# fifo_multicanal

fifo_multicanal/util_map.png
The die is cut into 18 by 18 equal tiles; dark blue is low, red is high, 0 to 100% covered.
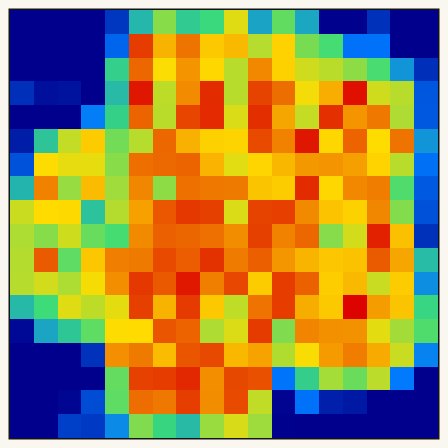
fifo_multicanal/clock_wires.png
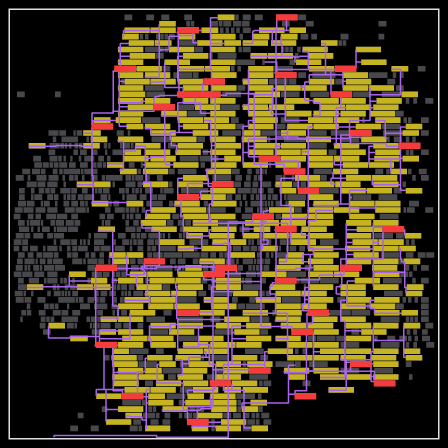
--- config.mk ---
export PLATFORM = sky130hd
export DESIGN_NAME = fifo_multicanal
export DESIGN_NICKNAME = d
export VERILOG_FILES = /design/src/rtl/fifo_multicanal_pkg.sv /design/src/rtl/fifo_canal.sv /design/src/rtl/fifo_multicanal.sv
export SDC_FILE = /design/constraint.sdc
export NUM_CORES = 1
export LEC_CHECK = 0
export CAP_MARGIN = 5
export CORE_UTILIZATION = 53
export CTS_CLUSTER_DIAMETER = 150
export DETAILED_ROUTE_END_ITERATION = 10
export PLACE_DENSITY = 0.83
export REMOVE_ABC_BUFFERS = 1
export SLEW_MARGIN = 20
export SYNTH_ARGS = -nofsm -noshare
export SYNTH_HDL_FRONTEND = slang
export SYNTH_HIERARCHICAL = 1
export SYNTH_SLANG_ARGS = --single-unit
--- constraint.sdc ---
create_clock -name clk -period 3.4 [get_ports clk]
set_clock_uncertainty 0.2 [all_clocks]
set_input_delay 0.68 -clock clk [delete_from_list [all_inputs] [get_ports clk]]
set_output_delay 0.68 -clock clk [all_outputs]
set_load 0.03 [all_outputs]
--- src/rtl/fifo_multicanal_pkg.sv ---
// Shared sizing, counter type and slice helpers for the multi-channel FIFO bank.
// No logic; constants and functions only.
// Not applicable (no handshakes here).
package fifo_multicanal_pkg;

    // Default channel geometry: 3-bit addresses give an 8-deep channel.
    localparam int TAMANO_DIRECCION_DEF = 3;
    localparam int PROF                 = 2 ** TAMANO_DIRECCION_DEF;
    localparam int CONT_W               = TAMANO_DIRECCION_DEF + 1;

    // Occupancy counter for the default geometry; one extra bit so PROF fits.
    typedef logic [CONT_W-1:0] contador_t;

    // Depth of a channel for a given address width.
    function automatic int prof_de(input int ancho_dir);
        return 2 ** ancho_dir;
    endfunction

    // Bit offset of channel c inside the packed data_out bus.
    function automatic int offset_datos(input int canal, input int ancho_datos);
        return canal * ancho_datos;
    endfunction

endpackage

--- src/rtl/fifo_canal.sv ---
// One FIFO channel: memory, pointers, occupancy counter, status flags, sticky error.
// Read data one cycle after an accepted read (or fall-through with FIFO_MULTICANAL_FWFT_EN).
// Writes to a full channel are dropped unless a read frees a slot in the same cycle.
import fifo_multicanal_pkg::*;

module fifo_canal #(
    parameter int TAMANO_DATOS     = 10,
    parameter int TAMANO_DIRECCION = 3
) (
    input  logic                        clk,
    input  logic                        reset,
    input  logic                        wr,
    input  logic                        rd,
    input  logic [TAMANO_DATOS-1:0]     data_in,
    input  logic [TAMANO_DIRECCION:0]   umbral_alto,
    input  logic [TAMANO_DIRECCION:0]   umbral_bajo,
    input  logic                        err_clr,
    output logic [TAMANO_DATOS-1:0]     data_out,
    output logic                        full,
    output logic                        empty,
    output logic                        almost_full,
    output logic                        almost_empty,
    output logic                        error
);

    localparam int PROF_C = prof_de(TAMANO_DIRECCION);
    localparam int CONT_C = TAMANO_DIRECCION + 1;

    logic [TAMANO_DATOS-1:0]     mem [PROF_C];
    logic [TAMANO_DIRECCION-1:0] wr_ptr;
    logic [TAMANO_DIRECCION-1:0] rd_ptr;
    logic [CONT_C-1:0]           contador;

    logic rd_ok;
    logic wr_ok;
    logic overflow;
    logic underflow;

    // Status is purely combinational from the registered count and live thresholds.
    assign full         = (contador == CONT_C'(PROF_C));
    assign empty        = (contador == '0);
    assign almost_full  = (contador >= umbral_alto);
    assign almost_empty = (contador <= umbral_bajo);

    // A read on full frees the slot the simultaneous write lands in; a read on empty never helps.
    assign rd_ok     = rd && !empty;
    assign wr_ok     = wr && (!full || rd_ok);
    assign overflow  = wr && !wr_ok;
    assign underflow = rd && empty;

    // Pointers and occupancy; rejected operations leave them untouched.
    always_ff @(posedge clk) begin
        if (!reset) begin
            wr_ptr   <= '0;
            rd_ptr   <= '0;
            contador <= '0;
        end else begin
            if (wr_ok) wr_ptr <= wr_ptr + 1'b1;
            if (rd_ok) rd_ptr <= rd_ptr + 1'b1;
            case ({wr_ok, rd_ok})
                2'b10:   contador <= contador + 1'b1;
                2'b01:   contador <= contador - 1'b1;
                default: contador <= contador;
            endcase
        end
    end

    // Storage is never cleared; stale words are unreachable once the pointers reset.
    always_ff @(posedge clk) begin
        if (reset && wr_ok) mem[wr_ptr] <= data_in;
    end

    // Sticky error: a fresh fault outranks a clear issued in the same cycle.
    always_ff @(posedge clk) begin
        if (!reset)                     error <= 1'b0;
        else if (overflow || underflow) error <= 1'b1;
        else if (err_clr)               error <= 1'b0;
    end

`ifdef FIFO_MULTICANAL_FWFT_EN
    // Head of the queue is always visible; zero while the channel is empty.
    always_comb begin
        data_out = '0;
        if (!empty) data_out = mem[rd_ptr];
    end
`else
    logic [TAMANO_DATOS-1:0] dato_q;

    // Registered read: word captured on an accepted read and held until the next one.
    always_ff @(posedge clk) begin
        if (!reset)     dato_q <= '0;
        else if (rd_ok) dato_q <= mem[rd_ptr];
    end

    assign data_out = dato_q;
`endif

endmodule

--- src/rtl/fifo_multicanal.sv ---
// Bank of NUM_CANALES independent FIFOs with a shared steered write port and per-channel reads.
// Read latency 1 cycle; with FIFO_MULTICANAL_FWFT_EN defined the head word falls through combinationally.
// No stall outputs: overflowing writes and underflowing reads are dropped and flagged in error[c].
import fifo_multicanal_pkg::*;

module fifo_multicanal #(
    parameter int TAMANO_DATOS     = 10,
    parameter int TAMANO_DIRECCION = 3,
    parameter int NUM_CANALES      = 4,
    parameter int SEL_W            = $clog2(NUM_CANALES)
) (
    input  logic                                clk,
    input  logic                                reset,
    input  logic                                wr_en,
    input  logic [SEL_W-1:0]                    wr_sel,
    input  logic [TAMANO_DATOS-1:0]             data_in,
    input  logic [NUM_CANALES-1:0]              rd_en,
    input  logic [TAMANO_DIRECCION:0]           umbral_alto,
    input  logic [TAMANO_DIRECCION:0]           umbral_bajo,
    input  logic [NUM_CANALES-1:0]              err_clr,
    output logic [NUM_CANALES*TAMANO_DATOS-1:0] data_out,
    output logic [NUM_CANALES-1:0]              full,
    output logic [NUM_CANALES-1:0]              empty,
    output logic [NUM_CANALES-1:0]              almost_full,
    output logic [NUM_CANALES-1:0]              almost_empty,
    output logic [NUM_CANALES-1:0]              error
);

    logic [NUM_CANALES-1:0] wr_vec;

    // One-hot steering of the shared write port.
    always_comb begin
        wr_vec = '0;
        if (wr_en) wr_vec = NUM_CANALES'(1) << wr_sel;
    end

    for (genvar c = 0; c < NUM_CANALES; c++) begin : g_canal
        fifo_canal #(
            .TAMANO_DATOS     (TAMANO_DATOS),
            .TAMANO_DIRECCION (TAMANO_DIRECCION)
        ) u_canal (
            .clk          (clk),
            .reset        (reset),
            .wr           (wr_vec[c]),
            .rd           (rd_en[c]),
            .data_in      (data_in),
            .umbral_alto  (umbral_alto),
            .umbral_bajo  (umbral_bajo),
            .err_clr      (err_clr[c]),
            .data_out     (data_out[offset_datos(c, TAMANO_DATOS) +: TAMANO_DATOS]),
            .full         (full[c]),
            .empty        (empty[c]),
            .almost_full  (almost_full[c]),
            .almost_empty (almost_empty[c]),
            .error        (error[c])
        );
    end

endmodule

==> run notes <==
Implementation results are summarized by area below.

Logic synthesis
The synthesized instance count is 1056. The most instantiated library cell after synthesis is sky130_fd_sc_hd__edfxtp_1. After Yosys synthesis, and, or, nand and nor cells account for 4.80% of the synthesized area. The fraction of the yosys area taken by sequential cells is 66.3%. Per the synthesis report, the dominant area consumer among library cells is sky130_fd_sc_hd__edfxtp_1. In this run, synthesis inferred 320 flip-flops with an integrated enable. The number of synthesized register bits is 404. The area share of the largest cell type after synthesis is 56.4%.

After synthesis the cells add up to 17000 µm². After synthesis, the cell types taking the most area are sky130_fd_sc_hd__edfxtp_1 (56%), sky130_fd_sc_hd__mux4_2 (11%), sky130_fd_sc_hd__dfxtp_1 (9.9%), sky130_fd_sc_hd__ha_1 (3.5%), sky130_fd_sc_hd__mux2i_1 (2.6%). Summing the areas of all fa, ha and maj instances in the mapped netlist gives 4.00% of the synthesized area. After synthesis, the mean cell area works out to 16.1 µm². The number of standard cells reported by yosys is 1056.

Outcome
The run finished with clean final reports.

Setup path
The timing report gives the biggest stage delay along the critical path as 570 ps. The report shows a maximum critical-path fanout of 4. The setup check on the worst reg-to-reg path leaves a slack of 630 ps. The data arrival time of the critical path is 2470 ps.

Finish
The number of flip-flops under the largest register name is 320. In the final layout, the multi-input gates occupy 5260 µm². In the layout the commonest cells are sky130_fd_sc_hd__edfxtp_1 (320), sky130_fd_sc_hd__dfxtp_1 (82), sky130_fd_sc_hd__mux4_2 (80). The layout has 155 buffers outside the clock class. The clock distribution area overhead in the final layout is 6.02%.

The most common logic cell in the final layout is sky130_fd_sc_hd__edfxtp_1. The relative area of non-clock buffer cells in the final design is 6.99%. The largest register by flop count is g_canal.u_canal/mem.

Die
The flow inserted 402 tap cells. The vertical die dimension reported for this design is 181 µm. The horizontal die dimension reported for this design is 181 µm. The initialized floorplan defines 65 standard-cell rows. The floorplan report gives the top-level pin count as 91.

Global route
The global-route total usage across every layer is 22.0%. The met3 demand-to-capacity share in global routing is 3.16%. Entering global routing, the biggest net connects 43 pins. The initial antenna violation count came to 0. The first global-routing pass estimated 54900 µm of wire.

Placed design
The last weighted congestion value of the routability-driven placer is 0.819. The post-placement worst setup slack is -204 ps. The count of input and output buffers is 90.

Clock tree
The number of resized instances in the post-cts repair step is 7. The maximum buffer depth of the clock tree is 3. The total clock buffers created by CTS is 38. The buffer count from post-CTS setup fixing is 0. The clock H-tree reported by CTS has 2 levels.

Power
The combinational logic power is 4.56 mW. The flow reports power dissipated in sequential cells as 6.09 mW. In the power breakdown, the biggest contributor is registers. The leakage power summed over all cells is 6.76 nW.

Summing internal, switching and leakage power gives 14.7 mW. The power density relative to cell area is 742 nW/µm². The internal portion of the total power is 10.0 mW.

Final timing
The final-report max-slew violation count is 0. The sum of negative setup slack is 0 ps. For this run, the final setup violation count is recorded as 0.

Flow run
The stage logs contain a warning count of 25. Max-cap violations in this run came to 0.

Drt
The wire length on met1 is 14300 µm. The routed length on met2 is 18000 µm.
Notes on fifo_multicanal/util_map.png above:
tiles over 75% full: 46%
fullest tile: 100%
mean over tiles: 59%
emptiest ninth of the die: upper left
densest ninth of the die: center
nearly empty tiles: 14%
core box area: 31600 µm²
post-layout util: 62.8%
Floorplan Utilization: 54.0%

Notes on fifo_multicanal/clock_wires.png above:
[flip-flops] yellow | count: 404
[clock wires] purple | length: 4280 µm
[clock-net drivers] red | count: 38
routed clock nets: 39
Clock net power: 4.05 mW
proportion of power drawn by the clock network: 27.6%
insertion delay of the later-clocked pin in the worst-skew pair: 530 ps


# sine_sample_gen

sine_sample_gen/util_map.png
The die is cut into 19 by 10 equal tiles; dark blue is low, red is high, 0 to 100% covered.
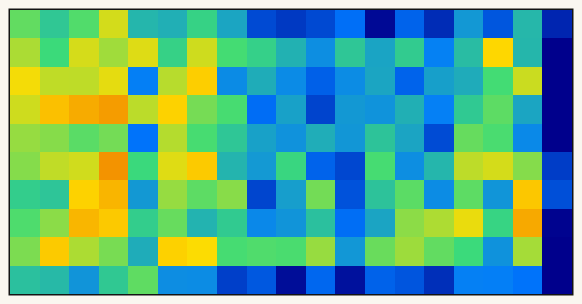
sine_sample_gen/clock_wires.png
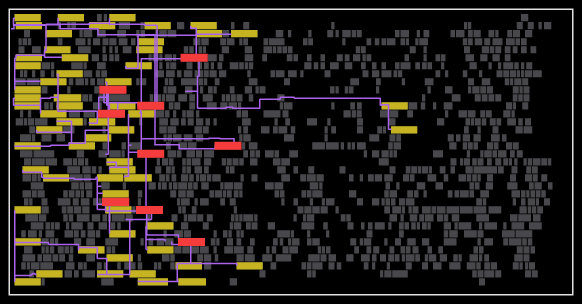
sine_sample_gen/gates.png
Bar = 50 µm.
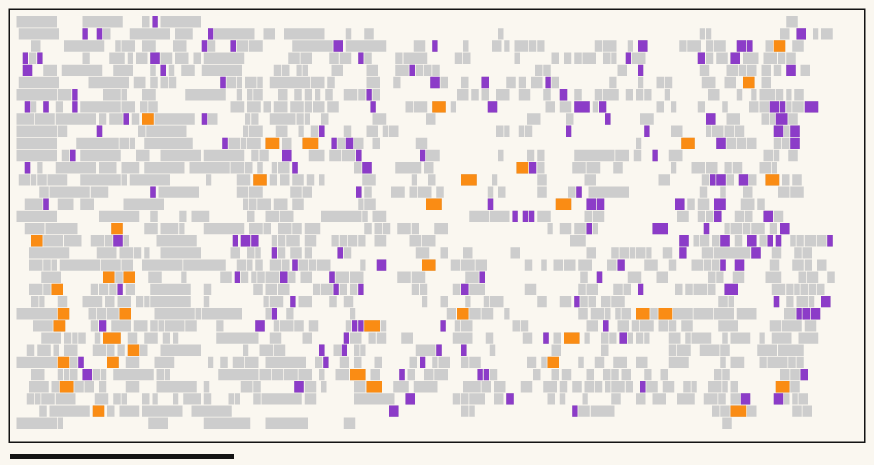
**src/rtl/sine_sample_gen.sv**
```systemverilog
// sine_sample_gen: phase-accumulator sine source with quarter-wave LUT and load/overrun handshake.
// Optional phase dither via SINE_GEN_DITHER_EN (16-bit LFSR added to the phase entering S1).
module sine_sample_gen #(
    parameter int DATA_WIDTH  = 12,
    parameter int PHASE_WIDTH = 16,
    parameter int LUT_ADDR    = 8,
    parameter int PERIOD      = 32
) (
    input  logic                   clk,
    input  logic                   rst_n,
    input  logic                   en,
    input  logic [PHASE_WIDTH-1:0] phase_inc,
    input  logic                   tx_busy,
    output logic                   load,
    output logic [DATA_WIDTH-1:0]  sample,
    output logic                   overrun
);

    localparam int CW   = $clog2(PERIOD);
    localparam int NLUT = 1 << LUT_ADDR;
    localparam int QW   = DATA_WIDTH - 1;
    localparam int TW   = LUT_ADDR + 2;
    localparam logic [DATA_WIDTH-1:0] MID    = {1'b1, {QW{1'b0}}};
    localparam logic [CW-1:0]         TC_VAL = CW'(PERIOD - 1);

    // Quarter-wave value at the centre of bin i, evaluated at elaboration
    function automatic logic [QW-1:0] lut_val(input int i);
        real x;
        real t;
        real s;
        x = 2.0 * 3.14159265358979323846 * (real'(i) + 0.5) / real'(4 * NLUT);
        t = x;
        s = x;
        for (int k = 1; k < 12; k++) begin
            t = -t * x * x / real'((2 * k) * (2 * k + 1));
            s = s + t;
        end
        return QW'($rtoi(s * real'((1 << QW) - 1) + 0.5));
    endfunction

    logic [QW-1:0] lut_rom [NLUT];

    for (genvar g = 0; g < NLUT; g++) begin : g_lut
        localparam logic [QW-1:0] V = lut_val(g);
        assign lut_rom[g] = V;
    end

    logic [CW-1:0]          cnt;
    logic [PHASE_WIDTH-1:0] acc;
    logic                   tc;
    logic [TW-1:0]          ph_top;

    logic                   s1_vld;
    logic [1:0]             s1_quad;
    logic [LUT_ADDR-1:0]    s1_idx;
    logic                   s2_vld;
    logic                   s2_neg;
    logic [QW-1:0]          s2_q;
    logic [DATA_WIDTH-1:0]  s3_res;
    logic                   pend;

    assign tc = en && (cnt == TC_VAL);

`ifdef SINE_GEN_DITHER_EN
    localparam int DB = PHASE_WIDTH - LUT_ADDR - 2;
    logic [15:0] lfsr;

    // Only the top phase bits survive; the dithered sum feeds S1 and never the accumulator
    assign ph_top = TW'((acc + PHASE_WIDTH'(lfsr[DB-1:0])) >> DB);

    // LFSR steps once per terminal count, after its bits were consumed
    always_ff @(posedge clk or negedge rst_n) begin
        if (!rst_n)
            lfsr <= 16'hACE1;
        else if (tc)
            lfsr <= {lfsr[0] ^ lfsr[2] ^ lfsr[3] ^ lfsr[5], lfsr[15:1]};
    end
`else
    assign ph_top = acc[PHASE_WIDTH-1 -: TW];
`endif

    // Sample-period counter and phase accumulator
    always_ff @(posedge clk or negedge rst_n) begin
        if (!rst_n) begin
            cnt <= '0;
            acc <= '0;
        end else if (!en) begin
            cnt <= '0;
        end else if (tc) begin
            cnt <= '0;
            acc <= acc + phase_inc;
        end else begin
            cnt <= cnt + 1'b1;
        end
    end

    // S1 captures quadrant/index, S2 reads the mirrored LUT address
    always_ff @(posedge clk or negedge rst_n) begin
        if (!rst_n) begin
            s1_vld  <= 1'b0;
            s1_quad <= '0;
            s1_idx  <= '0;
            s2_vld  <= 1'b0;
            s2_neg  <= 1'b0;
            s2_q    <= '0;
        end else begin
            s1_vld <= tc;
            if (tc) begin
                s1_quad <= ph_top[TW-1 -: 2];
                s1_idx  <= ph_top[LUT_ADDR-1:0];
            end
            s2_vld <= s1_vld;
            if (s1_vld) begin
                s2_neg <= s1_quad[1];
                s2_q   <= lut_rom[s1_quad[0] ? ~s1_idx : s1_idx];
            end
        end
    end

    // Lower half-wave subtracts from midscale
    always_comb begin
        s3_res = MID + {1'b0, s2_q};
        if (s2_neg)
            s3_res = MID - {1'b0, s2_q};
    end

    // S3 output register with tx_busy hold-off and overrun detection
    always_ff @(posedge clk or negedge rst_n) begin
        if (!rst_n) begin
            sample  <= MID;
            load    <= 1'b0;
            overrun <= 1'b0;
            pend    <= 1'b0;
        end else begin
            load    <= 1'b0;
            overrun <= 1'b0;
            if (s2_vld) begin
                sample  <= s3_res;
                overrun <= pend;
                if (!tx_busy && !load) begin
                    load <= 1'b1;
                    pend <= 1'b0;
                end else begin
                    pend <= 1'b1;
                end
            end else if (pend && !tx_busy) begin
                load <= 1'b1;
                pend <= 1'b0;
            end
        end
    end

endmodule

```
**config.mk**
```make
export PLATFORM = sky130hd
export DESIGN_NAME = sine_sample_gen
export DESIGN_NICKNAME = d
export VERILOG_FILES = /design/src/rtl/sine_sample_gen.sv
export SDC_FILE = /design/constraint.sdc
export NUM_CORES = 1
export LEC_CHECK = 0
export CORE_ASPECT_RATIO = 0.5
export CORE_MARGIN = 1
export CORE_UTILIZATION = 45
export CTS_CLUSTER_SIZE = 10
export DETAILED_ROUTE_END_ITERATION = 12
export DONT_BUFFER_PORTS = 1
export HOLD_SLACK_MARGIN = 0.12
export PLACE_DENSITY = 0.64
export SKIP_LAST_GASP = 1
export SLEW_MARGIN = 25
export SYNTH_ARGS = -nofsm -noshare
export SYNTH_HDL_FRONTEND = slang
export SYNTH_SLANG_ARGS = --single-unit
```
**constraint.sdc**
```tcl
create_clock -name clk -period 11.85 [get_ports clk]
set_input_delay 2.37 -clock clk [delete_from_list [all_inputs] [get_ports clk]]
set_output_delay 2.37 -clock clk [all_outputs]
set_load 0.01 [all_outputs]
```
==> run notes <==
Implementation results are summarized by area below.

Global route
The via count of the first global-routing pass was 8701. The first global-routing pass estimated 57300 µm of wire. Entering global routing, the biggest net connects 76 pins. met1 track demand over resource after global routing is 58.0%. After global routing the overflow that remains totals 0. The initial antenna violation count is 2.

Clock tree
The number of resized instances in the post-cts repair step is 0. Looking at the clock tree report, the maximum root-to-sink buffer count equals 2. The later-pin clock latency in the skew report is 340 ps. The tree is rooted in a sky130_fd_sc_hd__clkbuf_16.

Setup path
The capture point of the critical path is s2_q[6]. Per the post-run analysis, buffers plus inverters along the critical path come to 4. The critical path in this run is classified as reg -> reg.

The kind of cell with the highest combined delay along the critical path is buffers and inverters. The most critical setup path has its startpoint at s1_quad[0]. The worst setup path is launched from a register. The cell depth of the worst flop-to-flop path is 11. STA reports a reg2reg setup slack of 7580 ps. Looking at the critical path, the highest net fanout was 54. The timing report shows the most common cell along the critical path to be sky130_fd_sc_hd__buf_4.

Finish
The number of fill cells in the layout is 1798. Clock cells make up 3.69% of the layout cell area. The number of flip-flops under the largest register name is 16. The non-clock inverters instantiated in the layout total 23. The most numerous logic cell after layout is sky130_fd_sc_hd__nand2_1. The largest register by flop count is acc. The register share of the cell area is 18.1%.

Final timing
The final hold slack is 467 ps. The worst clock skew is 20.1 ps. The sum of negative setup slack is 0 ps.

The final timing report gives a worst setup slack of 7580 ps. The final count of hold timing violations is 0. In this build the clock could be raised as far as 234 MHz.

Drt
The detailed router's first-iteration violation count is 1522. The script logs the mean routed wire length per placed instance as 30.2 µm. The pre-antenna-repair detailed-routing pass consisted of 8 iterations. The routed length on met2 is 14600 µm. The count of vias placed by the detailed router is 9638. The total met3 wirelength after detailed routing is 6550 µm. The detail route stage leaves a number of antenna-violating nets equal to 0. In the final routing, the length of wire on met1 measures 16400 µm. The via density per instance is 7.40.

Hold path
Per the hold report, the tightest min-delay path originates at cnt[0]. The capture endpoint of the worst hold path is cnt[0]. The number of stages on the worst hold path is 1.

Logic synthesis
The share of flip-flops with an asynchronous set or reset after synthesis is 100%. The area fraction in compound gates is 38.1%. The synthesized-area fraction occupied by xor and xnor cells is 4.00%. The number of synthesized register bits is 60.

The post-synth count of flops with an enable pin is 0. The portion of synthesized area spent on multiplexers is 3.09%. Yosys shows that the main logic family after synthesis is AND-OR/OR-AND gates.

Power
Overall power consumption after layout is estimated at 0.565 mW. The combinational power reported by the tool is 0.0776 mW. The sequential power is 0.210 mW. The flow reports that combinational logic draws 13.7% of the design power.

Placed design
After its last routability iteration, the placer logged a weighted congestion of 1.16. During placement, the flow inserted port buffers numbering 0.

Flow run
The logs give a warning total of 41. The max-capacitance violation count is 0.

Die
The die is 191 µm wide. The area enclosed by the die boundary is 18400 µm². According to the I/O placement log, the pin count is 34. The number of tapcells is 234. The floorplan row count is 34.

Outcome
The run finished with clean final reports.
Notes on sine_sample_gen/util_map.png above:
nearly empty tiles: 4.2%
mean over tiles: 44%
tiles over 75% full: 8.4%
fullest tile: 83%
Floorplan Utilization: 46.2%
core box area: 17400 µm²

Notes on sine_sample_gen/clock_wires.png above:
[flip-flops] yellow | count: 60
[clock wires] purple | length: 1060 µm
[clock-net drivers] red | count: 9
routed clock nets: 10

Notes on sine_sample_gen/gates.png above:
[non-inverting ao/oa cells] orange | cells: 38 | most used: a21o_1
[nor cells] purple | cells: 154 | most used: nor2_1 | where: spread over the die


# sublime_voice_sequencer

sublime_voice_sequencer/gates.png
Bar = 50 µm.
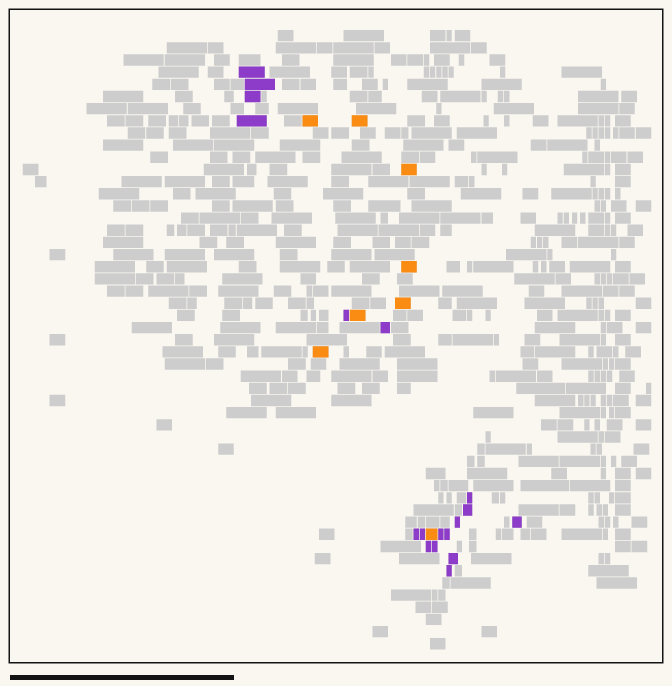
sublime_voice_sequencer/layers.png
Bar = 50 µm.
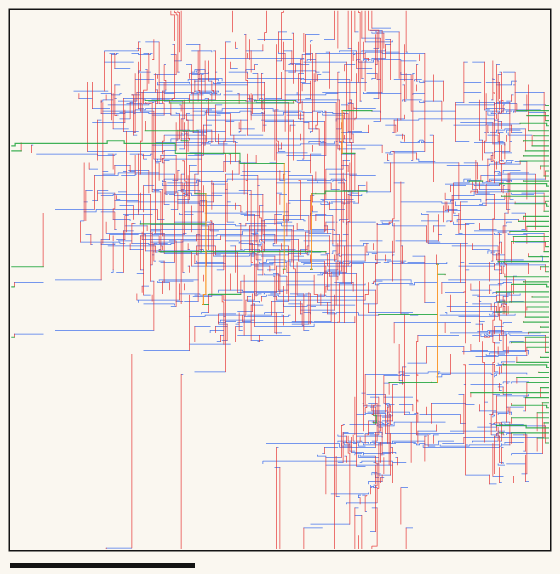
### src/rtl/sublime_pkg.sv
// Shared types and constants for the voice sequencer: FSM state encoding,
// velocity/sample widths and the default acknowledge timeout.
package sublime_pkg;

  typedef enum logic [1:0] {
    IDLE = 2'd0,
    REQ  = 2'd1,
    EMIT = 2'd2
  } seq_state_t;

  localparam int VEL_W           = 8;
  localparam int DATA_W          = 32;
  localparam int DEF_ACK_TIMEOUT = 15;

endpackage

### src/rtl/sublime_velocity_table.sv
// Per-voice velocity register file: one synchronous write port, one
// asynchronous read port, all entries reset to 0.
module sublime_velocity_table
  import sublime_pkg::*;
#(
  parameter int NUM_VOICES = 8,
  localparam int VW = $clog2(NUM_VOICES)
) (
  input  logic             clk,
  input  logic             rst_n,
  input  logic             we,
  input  logic [VW-1:0]    waddr,
  input  logic [VEL_W-1:0] wdata,
  input  logic [VW-1:0]    raddr,
  output logic [VEL_W-1:0] rdata
);

  logic [VEL_W-1:0] vel [NUM_VOICES];

  always_ff @(posedge clk or negedge rst_n) begin
    if (!rst_n) begin
      for (int i = 0; i < NUM_VOICES; i++) vel[i] <= '0;
    end else if (we) begin
      vel[waddr] <= wdata;
    end
  end

  // A same-cycle write is not yet visible here, so readers get the old value.
  assign rdata = vel[raddr];

endmodule

### src/rtl/sublime_voice_sequencer.sv
// Per-sample frame controller: walks voices N-1..0 over a req/ack handshake and
// presents each sample to the mixer. Optional ack timeout: SUBLIME_VOICE_SEQ_TIMEOUT_EN.
module sublime_voice_sequencer
  import sublime_pkg::*;
#(
  parameter int NUM_VOICES  = 8,
  parameter int ACK_TIMEOUT = DEF_ACK_TIMEOUT,
  localparam int VW = $clog2(NUM_VOICES)
) (
  input  logic              clk,
  input  logic              rst_n,
  input  logic              sample_tick,
  input  logic              vel_we,
  input  logic [VW-1:0]     vel_addr,
  input  logic [VEL_W-1:0]  vel_wdata,
  output logic              gen_req,
  output logic [VW-1:0]     gen_voice,
  input  logic              gen_ack,
  input  logic [DATA_W-1:0] gen_data,
  output logic [VW-1:0]     active_voice,
  output logic              active_voice_changed,
  output logic [VEL_W-1:0]  active_voice_velocity,
  output logic [DATA_W-1:0] active_voice_data,
  output logic              busy,
  output logic              overrun,
  output logic              timeout,
  input  logic              flags_clr,
  output logic [1:0]        dbg_state
);

  // Handshake: gen_req/gen_voice are held while in REQ; the first cycle with
  // gen_ack high transfers gen_data and ends the request. Acks outside REQ are ignored.

  seq_state_t       state, next_state;
  logic [VW-1:0]    idx, idx_nxt;
  logic [VEL_W-1:0] vel_rdata;
  logic             capture, cap_zero, to_hit, overrun_set;

  sublime_velocity_table #(.NUM_VOICES(NUM_VOICES)) u_vel (
    .clk   (clk),
    .rst_n (rst_n),
    .we    (vel_we),
    .waddr (vel_addr),
    .wdata (vel_wdata),
    .raddr (idx),
    .rdata (vel_rdata)
  );

  always_comb begin
    next_state = state;
    idx_nxt    = idx;
    capture    = 1'b0;
    cap_zero   = 1'b0;
    case (state)
      IDLE: if (sample_tick) begin
        next_state = REQ;
        idx_nxt    = VW'(NUM_VOICES - 1);
      end
      REQ: if (gen_ack) begin
        next_state = EMIT;
        capture    = 1'b1;
      end else if (to_hit) begin
        next_state = EMIT;
        capture    = 1'b1;
        cap_zero   = 1'b1;
      end
      EMIT: if (idx == '0) begin
        next_state = IDLE;
      end else begin
        next_state = REQ;
        idx_nxt    = idx - VW'(1);
      end
      default: next_state = IDLE;
    endcase
  end

  assign overrun_set = sample_tick && (state != IDLE);
  assign gen_req     = (state == REQ);
  assign gen_voice   = idx;
  assign dbg_state   = state;

  // Mixer-side outputs are loaded on the edge entering EMIT so the strobe
  // cycle already carries the voice, velocity and sample.
  always_ff @(posedge clk or negedge rst_n) begin
    if (!rst_n) begin
      state                 <= IDLE;
      idx                   <= '0;
      busy                  <= 1'b0;
      active_voice          <= '0;
      active_voice_changed  <= 1'b0;
      active_voice_velocity <= '0;
      active_voice_data     <= '0;
      overrun               <= 1'b0;
    end else begin
      state                <= next_state;
      idx                  <= idx_nxt;
      busy                 <= (next_state != IDLE);
      active_voice_changed <= capture;
      if (capture) begin
        active_voice          <= idx;
        active_voice_velocity <= vel_rdata;
        active_voice_data     <= cap_zero ? '0 : gen_data;
      end
      overrun <= overrun_set | (overrun & ~flags_clr);
    end
  end

`ifdef SUBLIME_VOICE_SEQ_TIMEOUT_EN
  localparam int CNT_W = $clog2(ACK_TIMEOUT + 1);
  logic [CNT_W-1:0] wait_cnt;

  // wait_cnt counts completed REQ cycles of the current request only.
  assign to_hit = (wait_cnt == CNT_W'(ACK_TIMEOUT - 1));

  always_ff @(posedge clk or negedge rst_n) begin
    if (!rst_n) begin
      wait_cnt <= '0;
      timeout  <= 1'b0;
    end else begin
      wait_cnt <= (state == REQ && next_state == REQ) ? wait_cnt + CNT_W'(1) : '0;
      timeout  <= (state == REQ && !gen_ack && to_hit) | (timeout & ~flags_clr);
    end
  end
`else
  assign to_hit  = 1'b0;
  assign timeout = 1'b0;
`endif

endmodule

### config.mk
export PLATFORM = sky130hd
export DESIGN_NAME = sublime_voice_sequencer
export DESIGN_NICKNAME = d
export VERILOG_FILES = /design/src/rtl/sublime_pkg.sv /design/src/rtl/sublime_velocity_table.sv /design/src/rtl/sublime_voice_sequencer.sv
export SDC_FILE = /design/constraint.sdc
export NUM_CORES = 1
export LEC_CHECK = 0
export CORE_MARGIN = 2
export CORE_UTILIZATION = 25
export DETAILED_ROUTE_END_ITERATION = 16
export GPL_ROUTABILITY_DRIVEN = 0
export SYNTH_ARGS = -nofsm -noshare
export SYNTH_HDL_FRONTEND = slang
export SYNTH_SLANG_ARGS = --single-unit
### constraint.sdc
create_clock -name clk -period 3.14 [get_ports clk]
set_input_delay 0.314 -clock clk [delete_from_list [all_inputs] [get_ports clk]]
set_output_delay 0.314 -clock clk [all_outputs]
set_load 0.01 [all_outputs]
==> run notes <==
Implementation results are summarized by area below.

Logic synthesis
The chip area in the Yosys report is 5030 µm². The area share of the largest cell type after synthesis is 57.2%. The warning tally printed by Yosys for this design is 0.

Global route
The met3 demand-to-capacity share in global routing is 3.70%. The first global-routing pass estimated 19300 µm of wire. The via count of the first global-routing pass is 3594. The largest net degree at the start of global routing is 69.

Outcome
The flow ran to the end, and the final reports show no timing, DRC or antenna violations.

Drt
The residual antenna-violating net count after detailed routing is 0. The final route contains 3473 vias. The final layout contains routed wiring with a total length of 11700 µm.

Power
Summed over all nets, the switching power comes to 1.95 mW. The share of total power dissipated in combinational logic is 34.4%. The combinational logic power is 2.15 mW.

Final timing
The minimum period implied by the final worst setup slack is 2040 ps. The remaining max-slew budget at the tightest pin is 50.7%. The pin closest to its max-slew limit shows a slew of 738 ps. Static timing analysis puts the maximum clock frequency at 490 MHz. Setup repair after global routing left no endpoint under its margin.

Finish
The area taken by flip-flops and latches is 2880 µm². Once layout is done, the placed cells without fillers occupy 6840 µm². Leaving out the clock tree, the finished layout contains a buffer count of 105.

Die
The number of tapcells is 265. The floorplan row count is 51.

Clock tree
Post-CTS timing repair inserted 0 buffers for setup.

Setup path
The worst setup path startpoint is dbg_state[0]. Per the OpenROAD timing report, the critical path contains 2 cells. The cell family with the largest share of critical-path delay is buffers and inverters.
About sublime_voice_sequencer/gates.png:
[nor cells] purple | cells: 18 | most used: nor2_1
[non-inverting ao/oa cells] orange | cells: 8 | most used: a221o_1

About sublime_voice_sequencer/layers.png:
[M1] blue | wire length: 5320 µm
[M4] orange | wire length: 123 µm
[M3] green | wire length: 774 µm
[M2] red | wire length: 5480 µm


Power and IR drop assume default switching activity.
